# ---- block 1 ----
Fig. 1: block 1, metal 2
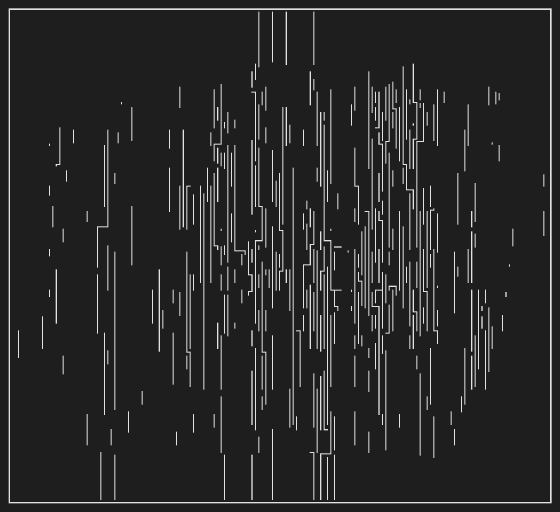

===== src/rtl/irq_pending_reg8_pkg.sv =====
// Shared constants for the irq_pending_reg8 interrupt front end.
package irq_pkg;

  localparam int unsigned NUM_IRQ = 8;
  localparam int unsigned IDX_W   = 3;
  localparam int unsigned CNT_W   = 3;

  localparam logic [1:0] IDLE  = 2'd0;
  localparam logic [1:0] ARMED = 2'd1;
  localparam logic [1:0] HOLD  = 2'd2;

endpackage


===== src/rtl/irq_pending_reg8_sync_edge.sv =====
// Single-line synchroniser with rising-edge detect; a line already high at
// reset release produces one edge.
module irq_sync_edge #(
  parameter int unsigned SYNC_STAGES = 2
) (
  input  logic clk,
  input  logic rst_n,
  input  logic d,
  output logic level_c,
  output logic rise_c
);

  logic [SYNC_STAGES-1:0] sync_q;
  logic                   prev_q;

  always_ff @(posedge clk or negedge rst_n) begin
    if (!rst_n) begin
      sync_q <= '0;
      prev_q <= 1'b0;
    end else begin
      sync_q <= {sync_q[SYNC_STAGES-2:0], d};
      prev_q <= sync_q[SYNC_STAGES-1];
    end
  end

  assign level_c = sync_q[SYNC_STAGES-1];
  assign rise_c  = level_c & ~prev_q;

endmodule


===== src/rtl/irq_pending_reg8.sv =====
// Interrupt pending register feeding an 8-to-3 priority encoder.
// Define LEVEL_TRIG_EN for level-sensitive capture (ack then does not clear).
module irq_pending_reg8
  import irq_pkg::*;
#(
  parameter int unsigned SYNC_STAGES = 2,
  parameter int unsigned COOLDOWN    = 1
) (
  input  logic             clk,
  input  logic             rst_n,
  input  logic [7:0]       irq_in,
  input  logic [7:0]       mask,
  input  logic             ack,
  input  logic [IDX_W-1:0] ack_idx,
  output logic [7:0]       pend_out,
  output logic             enc_en,
  output logic             irq,
  output logic             ack_err
);

  logic [NUM_IRQ-1:0] level_c;
  logic [NUM_IRQ-1:0] rise_c;
  logic [NUM_IRQ-1:0] pend_q;
  logic [NUM_IRQ-1:0] pend_d;
  logic [1:0]         state_q;
  logic [1:0]         state_d;
  logic [CNT_W-1:0]   cnt_q;
  logic [CNT_W-1:0]   cnt_d;
  logic               ack_err_d;
  logic               accept_c;

  for (genvar g = 0; g < NUM_IRQ; g++) begin : g_line
    irq_sync_edge #(.SYNC_STAGES(SYNC_STAGES)) u_sync (
      .clk     (clk),
      .rst_n   (rst_n),
      .d       (irq_in[g]),
      .level_c (level_c[g]),
      .rise_c  (rise_c[g])
    );
  end

  assign pend_out = pend_q & ~mask;
  assign accept_c = (state_q == ARMED) && ack && pend_out[ack_idx];

  // Pending capture; a new edge wins over a same-cycle clear.
  always_comb begin
`ifdef LEVEL_TRIG_EN
    pend_d = level_c;
`else
    pend_d = pend_q;
    if (accept_c) pend_d[ack_idx] = 1'b0;
    pend_d = pend_d | rise_c;
`endif
  end

  // Assert / acknowledge / cool-down sequencing.
  always_comb begin
    state_d   = state_q;
    cnt_d     = cnt_q;
    ack_err_d = ack && !accept_c;
    case (state_q)
      IDLE: begin
        if (pend_out != '0) state_d = ARMED;
      end
      ARMED: begin
        if (accept_c) begin
          state_d = HOLD;
          cnt_d   = CNT_W'(COOLDOWN);
        end else if (!ack && pend_out == '0) begin
          state_d = IDLE;
        end
      end
      HOLD: begin
        cnt_d = cnt_q - CNT_W'(1);
        if (cnt_q <= CNT_W'(1)) state_d = (pend_out != '0) ? ARMED : IDLE;
      end
      default: state_d = IDLE;
    endcase
  end

  always_ff @(posedge clk or negedge rst_n) begin
    if (!rst_n) begin
      pend_q  <= '0;
      state_q <= IDLE;
      cnt_q   <= '0;
      enc_en  <= 1'b0;
      irq     <= 1'b0;
      ack_err <= 1'b0;
    end else begin
      pend_q  <= pend_d;
      state_q <= state_d;
      cnt_q   <= cnt_d;
      enc_en  <= (state_d == ARMED);
      irq     <= (state_d == ARMED);
      ack_err <= ack_err_d;
    end
  end

endmodule


===== config.mk =====
export PLATFORM = sky130hd
export DESIGN_NAME = irq_pending_reg8
export DESIGN_NICKNAME = d
export VERILOG_FILES = /design/src/rtl/irq_pending_reg8_pkg.sv /design/src/rtl/irq_pending_reg8_sync_edge.sv /design/src/rtl/irq_pending_reg8.sv
export SDC_FILE = /design/constraint.sdc
export NUM_CORES = 1
export LEC_CHECK = 0
export ABC_AREA = 1
export CAP_MARGIN = 5
export CORE_ASPECT_RATIO = 0.9
export CORE_MARGIN = 4
export CORE_UTILIZATION = 45
export CTS_CLUSTER_DIAMETER = 60
export DETAILED_ROUTE_END_ITERATION = 10
export PLACE_DENSITY_LB_ADDON = 0.3
export SYNTH_ARGS = -nofsm -noshare
export SYNTH_HDL_FRONTEND = slang
export SYNTH_SLANG_ARGS = --single-unit

===== constraint.sdc =====
create_clock -name clk -period 1.28 [get_ports clk]
set_input_delay 0.384 -clock clk [delete_from_list [all_inputs] [get_ports clk]]
set_output_delay 0.384 -clock clk [all_outputs]
set_load 0.01 [all_outputs]

# ---- block 2 ----
===== config.mk =====
export PLATFORM = sky130hd
export DESIGN_NAME = keypad_emulator
export DESIGN_NICKNAME = d
export VERILOG_FILES = /design/src/rtl/keypad_emulator.sv
export SDC_FILE = /design/constraint.sdc
export NUM_CORES = 1
export LEC_CHECK = 0
export CORE_MARGIN = 8
export CORE_UTILIZATION = 40
export CTS_BUF_LIST = sky130_fd_sc_hd__clkbuf_8
export CTS_CLUSTER_SIZE = 20
export DETAILED_ROUTE_END_ITERATION = 16
export GPL_TIMING_DRIVEN = 0
export PLACE_DENSITY = 0.58
export SLEW_MARGIN = 20
export SYNTH_ARGS = -nofsm -noshare
export SYNTH_HDL_FRONTEND = slang
export SYNTH_SLANG_ARGS = --single-unit

===== constraint.sdc =====
create_clock -name clk -period 2.31 [get_ports clk]
set_input_delay 0.5775 -clock clk [delete_from_list [all_inputs] [get_ports clk]]
set_output_delay 0.5775 -clock clk [all_outputs]
set_load 0.01 [all_outputs]

===== src/rtl/keypad_emulator.sv =====
// keypad_emulator: 4x4 active-low matrix keypad model driven by a
// valid/ready press-command port. Each press closes the addressed contact
// for HOLD_CYC cycles, then leaves it open for GAP_CYC cycles before the
// next command is accepted.
// Optional contact bounce: define KEYPAD_EMU_BOUNCE_EN to insert
// LFSR-driven bounce windows of BOUNCE_CYC cycles around the hold phase.
module keypad_emulator #(
    parameter int HOLD_CYC   = 120000,
    parameter int GAP_CYC    = 120000,
    parameter int BOUNCE_CYC = 600
) (
    input  logic       clk,
    input  logic       rstn,
    input  logic       key_valid_i,
    input  logic [3:0] key_i,
    output logic       key_ready_o,
    input  logic [3:0] row_i,
    output logic [3:0] col_o,
    output logic       pressed_o,
    output logic       busy_o
);

    // Zero durations behave as one cycle.
    localparam int HOLD_E = (HOLD_CYC < 1) ? 1 : HOLD_CYC;
    localparam int GAP_E  = (GAP_CYC < 1) ? 1 : GAP_CYC;
    localparam int MAX_A  = (HOLD_E > GAP_E) ? HOLD_E : GAP_E;
    localparam int MAX_C  = (MAX_A > BOUNCE_CYC) ? MAX_A : BOUNCE_CYC;
    localparam int CW     = $clog2(MAX_C) + 1;

    localparam logic [CW-1:0] HOLD_LD = CW'(HOLD_E - 1);
    localparam logic [CW-1:0] GAP_LD  = CW'(GAP_E - 1);

`ifdef KEYPAD_EMU_BOUNCE_EN
    localparam logic [CW-1:0] BNC_LD = CW'((BOUNCE_CYC > 0) ? BOUNCE_CYC - 1 : 0);

    typedef enum logic [2:0] {
        S_IDLE,
        S_BOUNCE_ON,
        S_HOLD,
        S_BOUNCE_OFF,
        S_GAP
    } state_t;
`else
    typedef enum logic [1:0] {
        S_IDLE,
        S_HOLD,
        S_GAP
    } state_t;
`endif

    state_t          state;
    state_t          state_nxt;
    logic [CW-1:0]   cnt;
    logic [CW-1:0]   cnt_nxt;
    logic [3:0]      key_q;
    logic [1:0]      kr;
    logic [1:0]      kc;
    logic            contact;
    logic            accept;

    assign accept = key_valid_i && (state == S_IDLE);

`ifdef KEYPAD_EMU_BOUNCE_EN
    logic [7:0] lfsr;

    // Free-running bounce pattern, x^8+x^6+x^5+x^4+1, seeded on reset
    always_ff @(posedge clk) begin
        if (!rstn) begin
            lfsr <= 8'h01;
        end else begin
            lfsr <= {lfsr[6:0], lfsr[7] ^ lfsr[5] ^ lfsr[4] ^ lfsr[3]};
        end
    end
`endif

    // State, shared down-counter and latched key code
    always_ff @(posedge clk) begin
        if (!rstn) begin
            state <= S_IDLE;
            cnt   <= '0;
            key_q <= '0;
        end else begin
            state <= state_nxt;
            cnt   <= cnt_nxt;
            if (accept) begin
                key_q <= key_i;
            end
        end
    end

    // Next state; the counter is reloaded with (duration - 1) on every entry
    always_comb begin
        state_nxt = state;
        cnt_nxt   = cnt;
        case (state)
            S_IDLE: begin
                if (accept) begin
`ifdef KEYPAD_EMU_BOUNCE_EN
                    if (BOUNCE_CYC > 0) begin
                        state_nxt = S_BOUNCE_ON;
                        cnt_nxt   = BNC_LD;
                    end else begin
                        state_nxt = S_HOLD;
                        cnt_nxt   = HOLD_LD;
                    end
`else
                    state_nxt = S_HOLD;
                    cnt_nxt   = HOLD_LD;
`endif
                end
            end
`ifdef KEYPAD_EMU_BOUNCE_EN
            S_BOUNCE_ON: begin
                if (cnt == '0) begin
                    state_nxt = S_HOLD;
                    cnt_nxt   = HOLD_LD;
                end else begin
                    cnt_nxt = cnt - CW'(1);
                end
            end
            S_BOUNCE_OFF: begin
                if (cnt == '0) begin
                    state_nxt = S_GAP;
                    cnt_nxt   = GAP_LD;
                end else begin
                    cnt_nxt = cnt - CW'(1);
                end
            end
`endif
            S_HOLD: begin
                if (cnt == '0) begin
`ifdef KEYPAD_EMU_BOUNCE_EN
                    if (BOUNCE_CYC > 0) begin
                        state_nxt = S_BOUNCE_OFF;
                        cnt_nxt   = BNC_LD;
                    end else begin
                        state_nxt = S_GAP;
                        cnt_nxt   = GAP_LD;
                    end
`else
                    state_nxt = S_GAP;
                    cnt_nxt   = GAP_LD;
`endif
                end else begin
                    cnt_nxt = cnt - CW'(1);
                end
            end
            S_GAP: begin
                if (cnt == '0) begin
                    state_nxt = S_IDLE;
                    cnt_nxt   = '0;
                end else begin
                    cnt_nxt = cnt - CW'(1);
                end
            end
            default: begin
                state_nxt = S_IDLE;
                cnt_nxt   = '0;
            end
        endcase
    end

    // Handshake and contact state from the current FSM state
    always_comb begin
        key_ready_o = (state == S_IDLE);
        busy_o      = ~key_ready_o;
        contact     = 1'b0;
        case (state)
            S_HOLD:       contact = 1'b1;
`ifdef KEYPAD_EMU_BOUNCE_EN
            S_BOUNCE_ON:  contact = (cnt == '0) ? 1'b1 : lfsr[0];
            S_BOUNCE_OFF: contact = (cnt == '0) ? 1'b0 : lfsr[0];
`endif
            default:      contact = 1'b0;
        endcase
        pressed_o = contact;
    end

    // Key code to (row, column) position on the matrix
    always_comb begin
        kr = 2'd0;
        kc = 2'd0;
        case (key_q)
            4'h1: begin kr = 2'd0; kc = 2'd0; end
            4'h2: begin kr = 2'd0; kc = 2'd1; end
            4'h3: begin kr = 2'd0; kc = 2'd2; end
            4'hA: begin kr = 2'd0; kc = 2'd3; end
            4'h4: begin kr = 2'd1; kc = 2'd0; end
            4'h5: begin kr = 2'd1; kc = 2'd1; end
            4'h6: begin kr = 2'd1; kc = 2'd2; end
            4'hB: begin kr = 2'd1; kc = 2'd3; end
            4'h7: begin kr = 2'd2; kc = 2'd0; end
            4'h8: begin kr = 2'd2; kc = 2'd1; end
            4'h9: begin kr = 2'd2; kc = 2'd2; end
            4'hC: begin kr = 2'd2; kc = 2'd3; end
            4'hE: begin kr = 2'd3; kc = 2'd0; end
            4'h0: begin kr = 2'd3; kc = 2'd1; end
            4'hF: begin kr = 2'd3; kc = 2'd2; end
            default: begin kr = 2'd3; kc = 2'd3; end
        endcase
    end

    // Switch path: a closed contact on a driven-low row pulls its column low
    always_comb begin
        col_o = '1;
        if (contact && !row_i[kr]) begin
            col_o[kc] = 1'b0;
        end
    end

endmodule


# ---- block 3 ----
--- src/rtl/uart_frame_link.sv ---
// UART framing transceiver: bursts a payload MSB-byte first on rs232_tx and collects
// terminator-delimited frames from rs232_rx into a snapshot buffer.
module uart_frame_link #(
  parameter int unsigned CLK_DIV  = 1250,
  parameter int unsigned TX_WIDTH = 12,
  parameter int unsigned RX_DEPTH = 120,
  parameter logic [7:0]  TERM     = 8'h1F,
  localparam int unsigned LEN_W   = $clog2(RX_DEPTH + 1)
) (
  input  logic                  clk,
  input  logic                  rst,
  input  logic                  tx_start,
  input  logic [TX_WIDTH-1:0]   tx_payload,
  output logic                  tx_busy,
  output logic                  tx_done,
  output logic                  rs232_tx,
  input  logic                  rs232_rx,
  output logic [RX_DEPTH*8-1:0] rx_frame,
  output logic [LEN_W-1:0]      rx_len,
  output logic                  rx_done,
  output logic                  rx_overflow,
  output logic                  rx_frame_err
);

  localparam int unsigned N_TX  = (TX_WIDTH + 7) / 8;
  localparam int unsigned PAY_W = N_TX * 8;
  localparam int unsigned NB_W  = (N_TX > 1) ? $clog2(N_TX) : 1;
  localparam int unsigned CNT_W = $clog2(CLK_DIV);
  localparam int unsigned BUF_W = RX_DEPTH * 8;

  localparam logic [CNT_W-1:0] BitLast = CNT_W'(CLK_DIV - 1);
  localparam logic [CNT_W-1:0] BitHalf = CNT_W'(CLK_DIV / 2 - 1);

  typedef enum logic [1:0] {TxIdle, TxStart, TxData, TxStop} tx_state_e;
  typedef enum logic [1:0] {RxIdle, RxStart, RxData, RxStop} rx_state_e;

  // ---------------------------------------------------------------------------
  // Transmitter
  // ---------------------------------------------------------------------------
  tx_state_e         tx_state_q, tx_state_d;
  logic [CNT_W-1:0]  tx_cnt_q, tx_cnt_d;
  logic [2:0]        tx_bit_q, tx_bit_d;
  logic [NB_W-1:0]   tx_byte_q, tx_byte_d;
  logic [7:0]        tx_sh_q, tx_sh_d;
  logic [PAY_W-1:0]  tx_pay_q, tx_pay_d;
  logic              tx_done_q, tx_done_d;
  logic [PAY_W-1:0]  pay_ext;
  logic              tx_bit_end;

  always_ff @(posedge clk or posedge rst) begin
    if (rst) begin
      tx_state_q <= TxIdle;
      tx_cnt_q   <= '0;
      tx_bit_q   <= '0;
      tx_byte_q  <= '0;
      tx_sh_q    <= '0;
      tx_pay_q   <= '0;
      tx_done_q  <= 1'b0;
    end else begin
      tx_state_q <= tx_state_d;
      tx_cnt_q   <= tx_cnt_d;
      tx_bit_q   <= tx_bit_d;
      tx_byte_q  <= tx_byte_d;
      tx_sh_q    <= tx_sh_d;
      tx_pay_q   <= tx_pay_d;
      tx_done_q  <= tx_done_d;
    end
  end

  always_comb begin
    tx_state_d = tx_state_q;
    tx_bit_d   = tx_bit_q;
    tx_byte_d  = tx_byte_q;
    tx_sh_d    = tx_sh_q;
    tx_pay_d   = tx_pay_q;
    tx_done_d  = 1'b0;
    pay_ext    = PAY_W'(tx_payload);
    tx_bit_end = (tx_cnt_q == BitLast);
    tx_cnt_d   = tx_bit_end ? '0 : tx_cnt_q + 1'b1;
    unique case (tx_state_q)
      TxIdle: begin
        tx_cnt_d = '0;
        if (tx_start) begin
          tx_state_d = TxStart;
          tx_bit_d   = '0;
          tx_byte_d  = NB_W'(N_TX - 1);
          tx_sh_d    = pay_ext[PAY_W-1 -: 8];
          tx_pay_d   = pay_ext << 8;
        end
      end
      TxStart: begin
        if (tx_bit_end) tx_state_d = TxData;
      end
      TxData: begin
        if (tx_bit_end) begin
          tx_sh_d  = tx_sh_q >> 1;
          tx_bit_d = tx_bit_q + 3'd1;
          if (tx_bit_q == 3'd7) tx_state_d = TxStop;
        end
      end
      TxStop: begin
        if (tx_bit_end) begin
          if (tx_byte_q == '0) begin
            tx_state_d = TxIdle;
            tx_done_d  = 1'b1;
          end else begin
            // Next byte follows directly, no idle bit between bytes of a burst.
            tx_state_d = TxStart;
            tx_byte_d  = tx_byte_q - 1'b1;
            tx_sh_d    = tx_pay_q[PAY_W-1 -: 8];
            tx_pay_d   = tx_pay_q << 8;
          end
        end
      end
    endcase
  end

  always_comb begin
    unique case (tx_state_q)
      TxStart: rs232_tx = 1'b0;
      TxData:  rs232_tx = tx_sh_q[0];
      default: rs232_tx = 1'b1;
    endcase
  end

  assign tx_busy = (tx_state_q != TxIdle);
  assign tx_done = tx_done_q;

  // ---------------------------------------------------------------------------
  // Receiver
  // ---------------------------------------------------------------------------
  logic [1:0]        sync_q;
  logic              rx_prev_q;
  logic              rx_s;
  rx_state_e         rx_state_q, rx_state_d;
  logic [CNT_W-1:0]  rx_cnt_q, rx_cnt_d;
  logic [2:0]        rx_bit_q, rx_bit_d;
  logic [7:0]        rx_sh_q, rx_sh_d;
  logic [BUF_W-1:0]  buf_q, buf_d;
  logic [LEN_W-1:0]  wcnt_q, wcnt_d;
  logic              sticky_q, sticky_d;
  logic [BUF_W-1:0]  frame_q, frame_d;
  logic [LEN_W-1:0]  len_q, len_d;
  logic              ovf_q, ovf_d;
  logic              done_q, done_d;
  logic              err_q, err_d;

  assign rx_s = sync_q[1];

  // Synchroniser resets to the idle level so reset release never looks like a start edge.
  always_ff @(posedge clk or posedge rst) begin
    if (rst) begin
      sync_q    <= 2'b11;
      rx_prev_q <= 1'b1;
    end else begin
      sync_q    <= {sync_q[0], rs232_rx};
      rx_prev_q <= rx_s;
    end
  end

  always_ff @(posedge clk or posedge rst) begin
    if (rst) begin
      rx_state_q <= RxIdle;
      rx_cnt_q   <= '0;
      rx_bit_q   <= '0;
      rx_sh_q    <= '0;
      buf_q      <= '0;
      wcnt_q     <= '0;
      sticky_q   <= 1'b0;
      frame_q    <= '0;
      len_q      <= '0;
      ovf_q      <= 1'b0;
      done_q     <= 1'b0;
      err_q      <= 1'b0;
    end else begin
      rx_state_q <= rx_state_d;
      rx_cnt_q   <= rx_cnt_d;
      rx_bit_q   <= rx_bit_d;
      rx_sh_q    <= rx_sh_d;
      buf_q      <= buf_d;
      wcnt_q     <= wcnt_d;
      sticky_q   <= sticky_d;
      frame_q    <= frame_d;
      len_q      <= len_d;
      ovf_q      <= ovf_d;
      done_q     <= done_d;
      err_q      <= err_d;
    end
  end

  always_comb begin
    rx_state_d = rx_state_q;
    rx_cnt_d   = rx_cnt_q + 1'b1;
    rx_bit_d   = rx_bit_q;
    rx_sh_d    = rx_sh_q;
    buf_d      = buf_q;
    wcnt_d     = wcnt_q;
    sticky_d   = sticky_q;
    frame_d    = frame_q;
    len_d      = len_q;
    ovf_d      = ovf_q;
    done_d     = 1'b0;
    err_d      = 1'b0;
    unique case (rx_state_q)
      RxIdle: begin
        rx_cnt_d = '0;
        if (rx_prev_q && !rx_s) rx_state_d = RxStart;
      end
      RxStart: begin
        if (rx_cnt_q == BitHalf) begin
          rx_cnt_d   = '0;
          rx_bit_d   = '0;
          rx_state_d = rx_s ? RxIdle : RxData;
        end
      end
      RxData: begin
        if (rx_cnt_q == BitLast) begin
          rx_cnt_d = '0;
          rx_sh_d  = {rx_s, rx_sh_q[7:1]};
          rx_bit_d = rx_bit_q + 3'd1;
          if (rx_bit_q == 3'd7) rx_state_d = RxStop;
        end
      end
      RxStop: begin
        if (rx_cnt_q == BitLast) begin
          rx_state_d = RxIdle;
          rx_cnt_d   = '0;
          if (!rx_s) begin
            err_d = 1'b1;
          end else if (rx_sh_q == TERM) begin
            frame_d  = buf_q;
            len_d    = wcnt_q;
            ovf_d    = sticky_q;
            done_d   = 1'b1;
            buf_d    = '0;
            wcnt_d   = '0;
            sticky_d = 1'b0;
          end else if (wcnt_q < LEN_W'(RX_DEPTH)) begin
            buf_d  = (buf_q << 8) | BUF_W'(rx_sh_q);
            wcnt_d = wcnt_q + 1'b1;
          end else begin
            sticky_d = 1'b1;
          end
        end
      end
    endcase
  end

  assign rx_frame     = frame_q;
  assign rx_len       = len_q;
  assign rx_overflow  = ovf_q;
  assign rx_done      = done_q;
  assign rx_frame_err = err_q;

endmodule

--- config.mk ---
export PLATFORM = sky130hd
export DESIGN_NAME = uart_frame_link
export DESIGN_NICKNAME = d
export VERILOG_FILES = /design/src/rtl/uart_frame_link.sv
export SDC_FILE = /design/constraint.sdc
export NUM_CORES = 2
export LEC_CHECK = 0
export ABC_AREA = 1
export ABC_CLOCK_PERIOD_IN_PS = 101900
export CAP_MARGIN = 20
export CORE_ASPECT_RATIO = 1.1
export CORE_MARGIN = 3
export CORE_UTILIZATION = 29
export CTS_BUF_LIST = sky130_fd_sc_hd__clkbuf_4 sky130_fd_sc_hd__clkbuf_8 sky130_fd_sc_hd__clkbuf_16
export CTS_CLUSTER_DIAMETER = 40
export CTS_CLUSTER_SIZE = 30
export DETAILED_ROUTE_END_ITERATION = 12
export GPL_TIMING_DRIVEN = 0
export PLACE_DENSITY_LB_ADDON = 0.05
export SLEW_MARGIN = 40
export SYNTH_ARGS = -nofsm -noshare
export SYNTH_HDL_FRONTEND = slang
export SYNTH_SLANG_ARGS = --single-unit
export TNS_END_PERCENT = 30
--- constraint.sdc ---
create_clock -name clk -period 101.9 [get_ports clk]
set_input_delay 20.38 -clock clk [delete_from_list [all_inputs] [get_ports clk]]
set_output_delay 20.38 -clock clk [all_outputs]
set_load 0.03 [all_outputs]
# ---- block 4 ----
`config.mk`:
```
export PLATFORM = sky130hd
export DESIGN_NAME = rds_msg_arbiter
export DESIGN_NICKNAME = d
export VERILOG_FILES = /design/src/rtl/rds_msg_arbiter.sv
export SDC_FILE = /design/constraint.sdc
export NUM_CORES = 1
export LEC_CHECK = 0
export CAP_MARGIN = 10
export CORE_ASPECT_RATIO = 0.75
export CORE_MARGIN = 2
export CORE_UTILIZATION = 30
export DETAILED_ROUTE_END_ITERATION = 12
export GPL_TIMING_DRIVEN = 1
export MAX_ROUTING_LAYER = met4
export PLACE_DENSITY = 0.76
export SYNTH_ARGS = -nofsm -noshare
export SYNTH_HDL_FRONTEND = slang
export SYNTH_SLANG_ARGS = --single-unit
```
`constraint.sdc`:
```
create_clock -name clk -period 1.85 [get_ports clk]
set_clock_uncertainty 0.1 [all_clocks]
set_input_delay 0.185 -clock clk [delete_from_list [all_inputs] [get_ports clk]]
set_output_delay 0.185 -clock clk [all_outputs]
set_load 0.1 [all_outputs]
```
`src/rtl/rds_msg_arbiter.sv`:
```
// rds_msg_arbiter
// Shares the single-port RDS message BRAM between the RDS modulator, which
// gets every slot the host does not take, and a req/ack host port that is
// granted at most once every three cycles. Host accesses at or above
// C_MSG_LEN never reach the BRAM and complete with host_err set.
//
// Optional feature: define RDS_MSG_ARB_BANK_SWAP_EN for double-buffered
// message banks. The host edits the shadow bank, and a swap request takes
// effect at the next RDS read of address 0.

module rds_msg_arbiter #(
    parameter int C_ADDR_BITS = 9,
    parameter int C_MSG_LEN   = 260
) (
    input  logic                   clk,
    input  logic                   reset_n,
    input  logic [C_ADDR_BITS-1:0] rds_addr,
    output logic [7:0]             rds_data,
    input  logic                   host_req,
    input  logic                   host_we,
    input  logic [C_ADDR_BITS-1:0] host_addr,
    input  logic [7:0]             host_wdata,
    output logic                   host_ack,
    output logic [7:0]             host_rdata,
    output logic                   host_err,
    output logic [C_ADDR_BITS:0]   mem_addr,
    output logic                   mem_we,
    output logic [7:0]             mem_wdata,
    input  logic [7:0]             mem_rdata
`ifdef RDS_MSG_ARB_BANK_SWAP_EN
    ,
    input  logic                   swap_req,
    output logic                   swap_done,
    output logic                   active_bank
`endif
);

    typedef enum logic [1:0] {
        ARB    = 2'd0,
        H_WAIT = 2'd1,
        H_ACK  = 2'd2
    } state_t;

    // Widened by one bit so a length equal to the full address space still compares correctly.
    localparam logic [C_ADDR_BITS:0] MSG_LEN_L = (C_ADDR_BITS+1)'(C_MSG_LEN);

    state_t     state_r;
    logic [7:0] rds_data_r;
    logic       host_ack_r;
    logic [7:0] host_rdata_r;
    logic       host_err_r;
    logic       rds_slot_q_r;   // previous cycle was an RDS slot
    logic       req_rd_r;       // granted access is a read
    logic       req_err_r;      // granted access is out of range

    logic       host_in_range_s;
    logic       grant_s;
    logic       host_slot_s;
    logic       rds_bank_s;
    logic       host_bank_s;

    assign host_in_range_s = ({1'b0, host_addr} < MSG_LEN_L);
    // Gating with reset_n keeps a request seen during reset from reaching the BRAM.
    assign grant_s         = reset_n && (state_r == ARB) && host_req;
    assign host_slot_s     = grant_s && host_in_range_s;

`ifdef RDS_MSG_ARB_BANK_SWAP_EN
    logic pending_r;
    logic active_bank_r;
    logic swap_done_r;
    logic swap_now_s;

    // The swap lands on the RDS read of address 0, and that read already sees the new bank.
    assign swap_now_s  = !host_slot_s && pending_r && (rds_addr == {C_ADDR_BITS{1'b0}});
    assign rds_bank_s  = active_bank_r ^ swap_now_s;
    assign host_bank_s = ~active_bank_r;
    assign swap_done   = swap_done_r;
    assign active_bank = active_bank_r;

    // Bank bookkeeping: pending flag, active bank toggle and one-cycle done pulse.
    always_ff @(posedge clk or negedge reset_n) begin
        if (!reset_n) begin
            pending_r     <= 1'b0;
            active_bank_r <= 1'b0;
            swap_done_r   <= 1'b0;
        end else begin
            swap_done_r <= swap_now_s;
            if (swap_now_s) begin
                active_bank_r <= ~active_bank_r;
                pending_r     <= 1'b0;
            end else if (swap_req) begin
                pending_r <= 1'b1;
            end else begin
                pending_r <= pending_r;
            end
        end
    end
`else
    assign rds_bank_s  = 1'b0;
    assign host_bank_s = 1'b0;
`endif

    // BRAM port mux: host slot when a granted access is in range, RDS slot otherwise.
    always_comb begin
        mem_addr  = {rds_bank_s, rds_addr};
        mem_we    = 1'b0;
        mem_wdata = 8'h00;
        if (host_slot_s) begin
            mem_addr  = {host_bank_s, host_addr};
            mem_we    = host_we;
            mem_wdata = host_wdata;
        end else begin
            mem_addr  = {rds_bank_s, rds_addr};
            mem_we    = 1'b0;
            mem_wdata = 8'h00;
        end
    end

    // Arbitration FSM, RDS read capture and registered host response.
    always_ff @(posedge clk or negedge reset_n) begin
        if (!reset_n) begin
            state_r      <= ARB;
            rds_data_r   <= 8'h00;
            host_ack_r   <= 1'b0;
            host_rdata_r <= 8'h00;
            host_err_r   <= 1'b0;
            rds_slot_q_r <= 1'b0;
            req_rd_r     <= 1'b0;
            req_err_r    <= 1'b0;
        end else begin
            rds_slot_q_r <= !host_slot_s;
            if (rds_slot_q_r) begin
                rds_data_r <= mem_rdata;
            end else begin
                rds_data_r <= rds_data_r;
            end
            case (state_r)
                ARB: begin
                    host_ack_r   <= 1'b0;
                    host_rdata_r <= 8'h00;
                    host_err_r   <= 1'b0;
                    if (host_req) begin
                        req_rd_r  <= !host_we;
                        req_err_r <= !host_in_range_s;
                        state_r   <= H_WAIT;
                    end else begin
                        state_r <= ARB;
                    end
                end
                H_WAIT: begin
                    // mem_rdata now holds the host read issued in the grant cycle.
                    host_ack_r   <= 1'b1;
                    host_err_r   <= req_err_r;
                    host_rdata_r <= (req_rd_r && !req_err_r) ? mem_rdata : 8'h00;
                    state_r      <= H_ACK;
                end
                H_ACK: begin
                    host_ack_r   <= 1'b0;
                    host_rdata_r <= 8'h00;
                    host_err_r   <= 1'b0;
                    state_r      <= ARB;
                end
                default: begin
                    host_ack_r   <= 1'b0;
                    host_rdata_r <= 8'h00;
                    host_err_r   <= 1'b0;
                    state_r      <= ARB;
                end
            endcase
        end
    end

    assign rds_data   = rds_data_r;
    assign host_ack   = host_ack_r;
    assign host_rdata = host_rdata_r;
    assign host_err   = host_err_r;

endmodule

```
Fig. 2: block 1, wiring heat map
Scale bar: 20 um. 14 x 13 tiles, from dark purple (low) to yellow (high), scaled to the fullest tile. Values are wire area over tile area, all layers added.
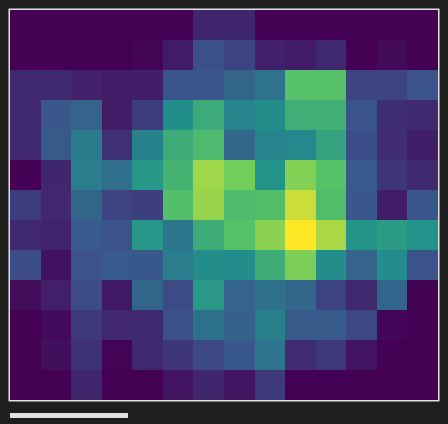
18% of the tiles are over half the peak. 20% of the tiles are nearly empty. The densest ninth of the die: center.

Fig. 3: block 1, signal wires on met1
Supply wires on this layer in gray.
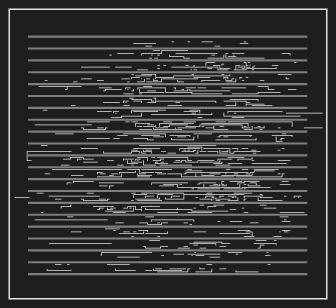
246 nets have wire on it. The wires run mostly horizontal. The longest straight run is 17.5 um.

About Fig. 1:
The wires run mostly vertical. 226 nets have wire on it. The layer carries 1690 um of wire.

==> out/metrics.csv, block 1 <==
metric,value,unit
"critical path, cell by cell",dlygate4sd2_1 -> inv_1 -> nand2_2 -> buf_4 -> nand2_1 -> nand2_2 -> nor2_8 -> buf_4 -> nand4_1 -> nand3_2,
status,"finished, violations left",
number of flip-flops in the largest register,16,
violated checks,setup timing,
TritonCTS Buffers,5,
Logic area,662,um2
met2 GRT Util,0.264,
CTS sink cnt,39,
Mux cell area share,0,
CTS tree,yes,
Ant. Diodes,0,
Setup Viol. Count Final,22,
crit path to,pend_q[3]$_DFF_PN0_,
P_sw,1.40,mW
final setup margin,-94.1,ps
Power Density,1670,mW/mm2
crit path launch,mask[6],
clock slew at reported path FFs,70,ps
"area share, top type",0.582,
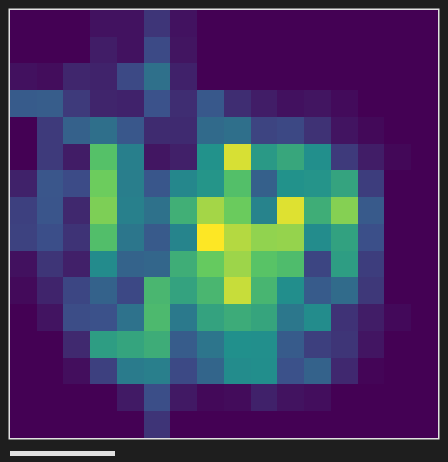
Fig. 4. Wiring heat map (block 2).
Scale bar: 20 um. 16 x 16 tiles, from dark purple (low) to yellow (high), scaled to the fullest tile. Values are wire area over tile area, all layers added.
The densest ninth of the die: center. The fullest tile reaches 0.49. 33% of the tiles are nearly empty. The mean over all tiles is 0.11.

==> out/metrics.csv, block 2 <==
metric,value,unit
status,completed,
clock latency (worst-skew pair),280,ps
Synth Area in XOR/XNOR,0.0606,
DR vias,1620,
crit path kind,flip-flop to flip-flop,
maxcap violations,0,
"Most Used Layer, Global Route",met2,
post-synthesis sequential area ratio,0.323,
Mapped Avg Cell Area,8.17,um2
crit path to,cnt[12]$_SDFFE_PN0P_,
number of flip-flops in the largest register,18,
hold path depth,2,
TritonCTS Buffers,3,
Largest Pwr Group,registers,
dpl ws,-588,ps
Area growth syn-to-layout,22.2,%
num rows,24,
"area share, top type",0.323,
ClkCell Share,0.0337,
PortBufs,17,
Pleak,0.787,nW
Antenna Nets Post-Route,0,
Comb. pwr,434,uW
Met1 Wirelength,2160,um
post-route cell area,0.00212,mm2
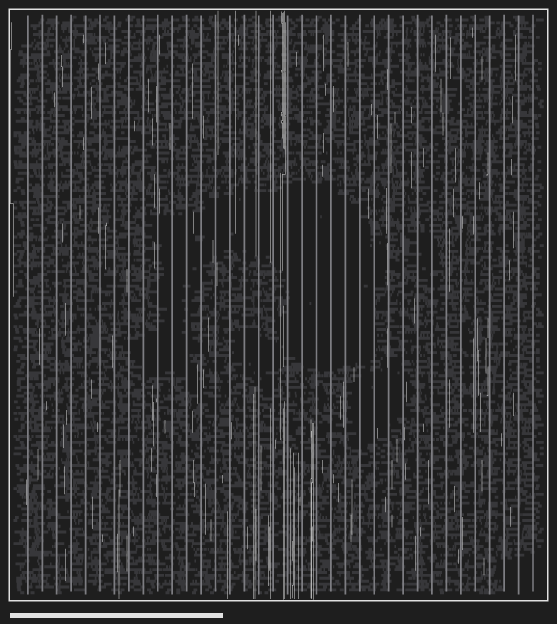
Fig. 5. Signal wires on met4 (block 3).
Scale bar: 200 um. Supply wires on this layer in gray. Cells faint in the background.
The layer holds 2.7% of the routed length. The wires run mostly vertical. The longest straight run is 251 um. The layer carries 7720 um of wire.

==> out/metrics.csv, block 3 <==
metric,value,unit
DR vias,63052,
top layer in use,met4,
Pleak,43.9,nW
worst path buffer plus inverter count,3,
Mux cell area share,0.000567,
post-route cell area,0.109,mm2
DPL Wire Length,208000,um
Area growth syn-to-layout,37.4,%
status,completed,
HP Start,sync_q[0]$_DFF_PP1_,
CP Depth,6,
hold path depth,0,
first-pass GRT wire length,430000,um
Worst VDD drop,0.0000141,V
PortBufs,988,
metal3 WL,24300,um
reg2reg start,rx_sh_q[2]$_DFFE_PP0P_,
Top non-seq family,simple AND/OR/NAND/NOR gates,
"area leader, netlist",dfrtp_1,
Fig. 6: block 4, metal 2
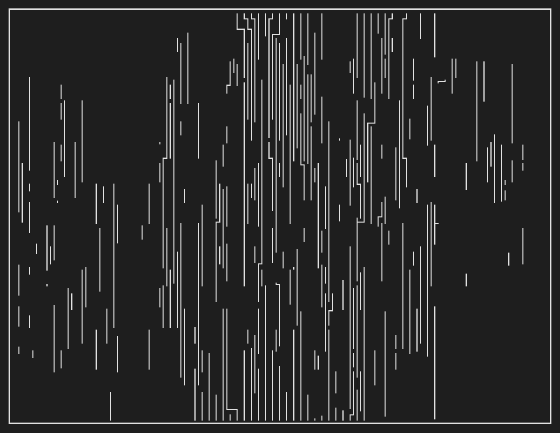
The wires run mostly vertical. The layer carries 1660 um of wire.

==> out/metrics.csv, block 4 <==
metric,value,unit
crit path to,mem_addr[3],
placed cells,198,
post-route insts no fill,208,
violated checks,setup timing,
GR Util All Layers,0.168,
#FFs+latches synth,22,
WL per Instance,14.5,um
post-synthesis sequential area ratio,0.553,
status,"finished, violations left",
Die Y,53.9,um
final setup margin,-308,ps
Fmax,463,MHz
Pint,1.00,mW
Top non-seq family,multiplexers,
Setup Viol. Count Final,18,
CP peak stage delay,550,ps
ClkCell Share,0.0248,
worst path buffer plus inverter count,4,
Tot Pwr,1.67,mW
met2 WL,1660,um
Well Taps,40,


==> screenshots <==
Signal wires on met1.
Supply wires on this layer in gray.
shot_01.png
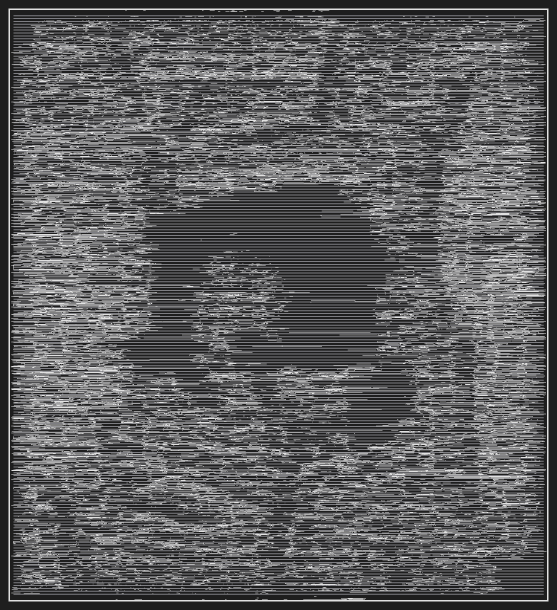
shot_02.png
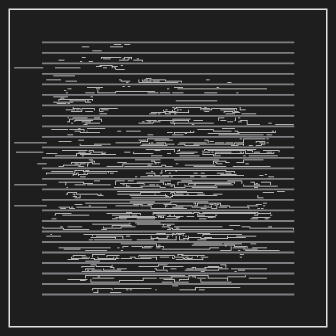
shot_03.png
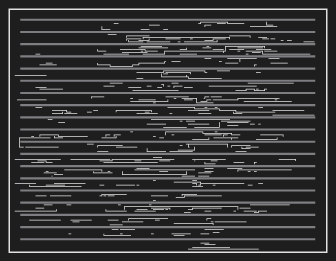
shot_02.png: block 2
shot_01.png: block 3
shot_03.png: block 4

Key to shot_01.png:
The longest straight run is 152 um. 9451 nets have wire on it. The layer holds 44% of the routed length.


==> layout pictures side by side <==
Clock routing.
(a)
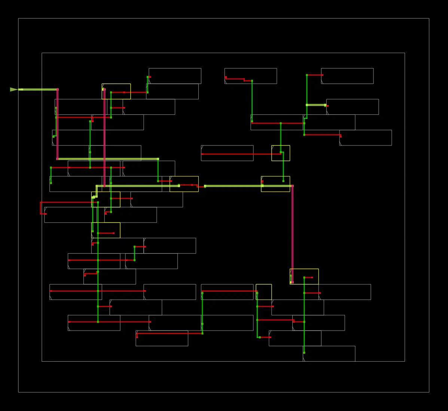
(b)
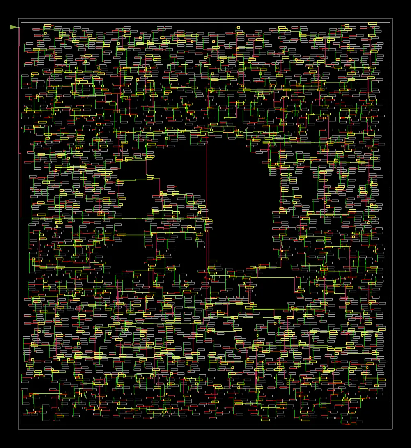
(c)
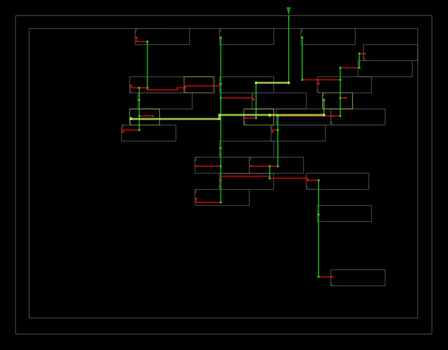
block 3: (b)
block 1: (a)
block 4: (c)
- most sequential cells: (b)
- most clock buffers: (b)

Power is estimated from default activity; no workload was simulated.
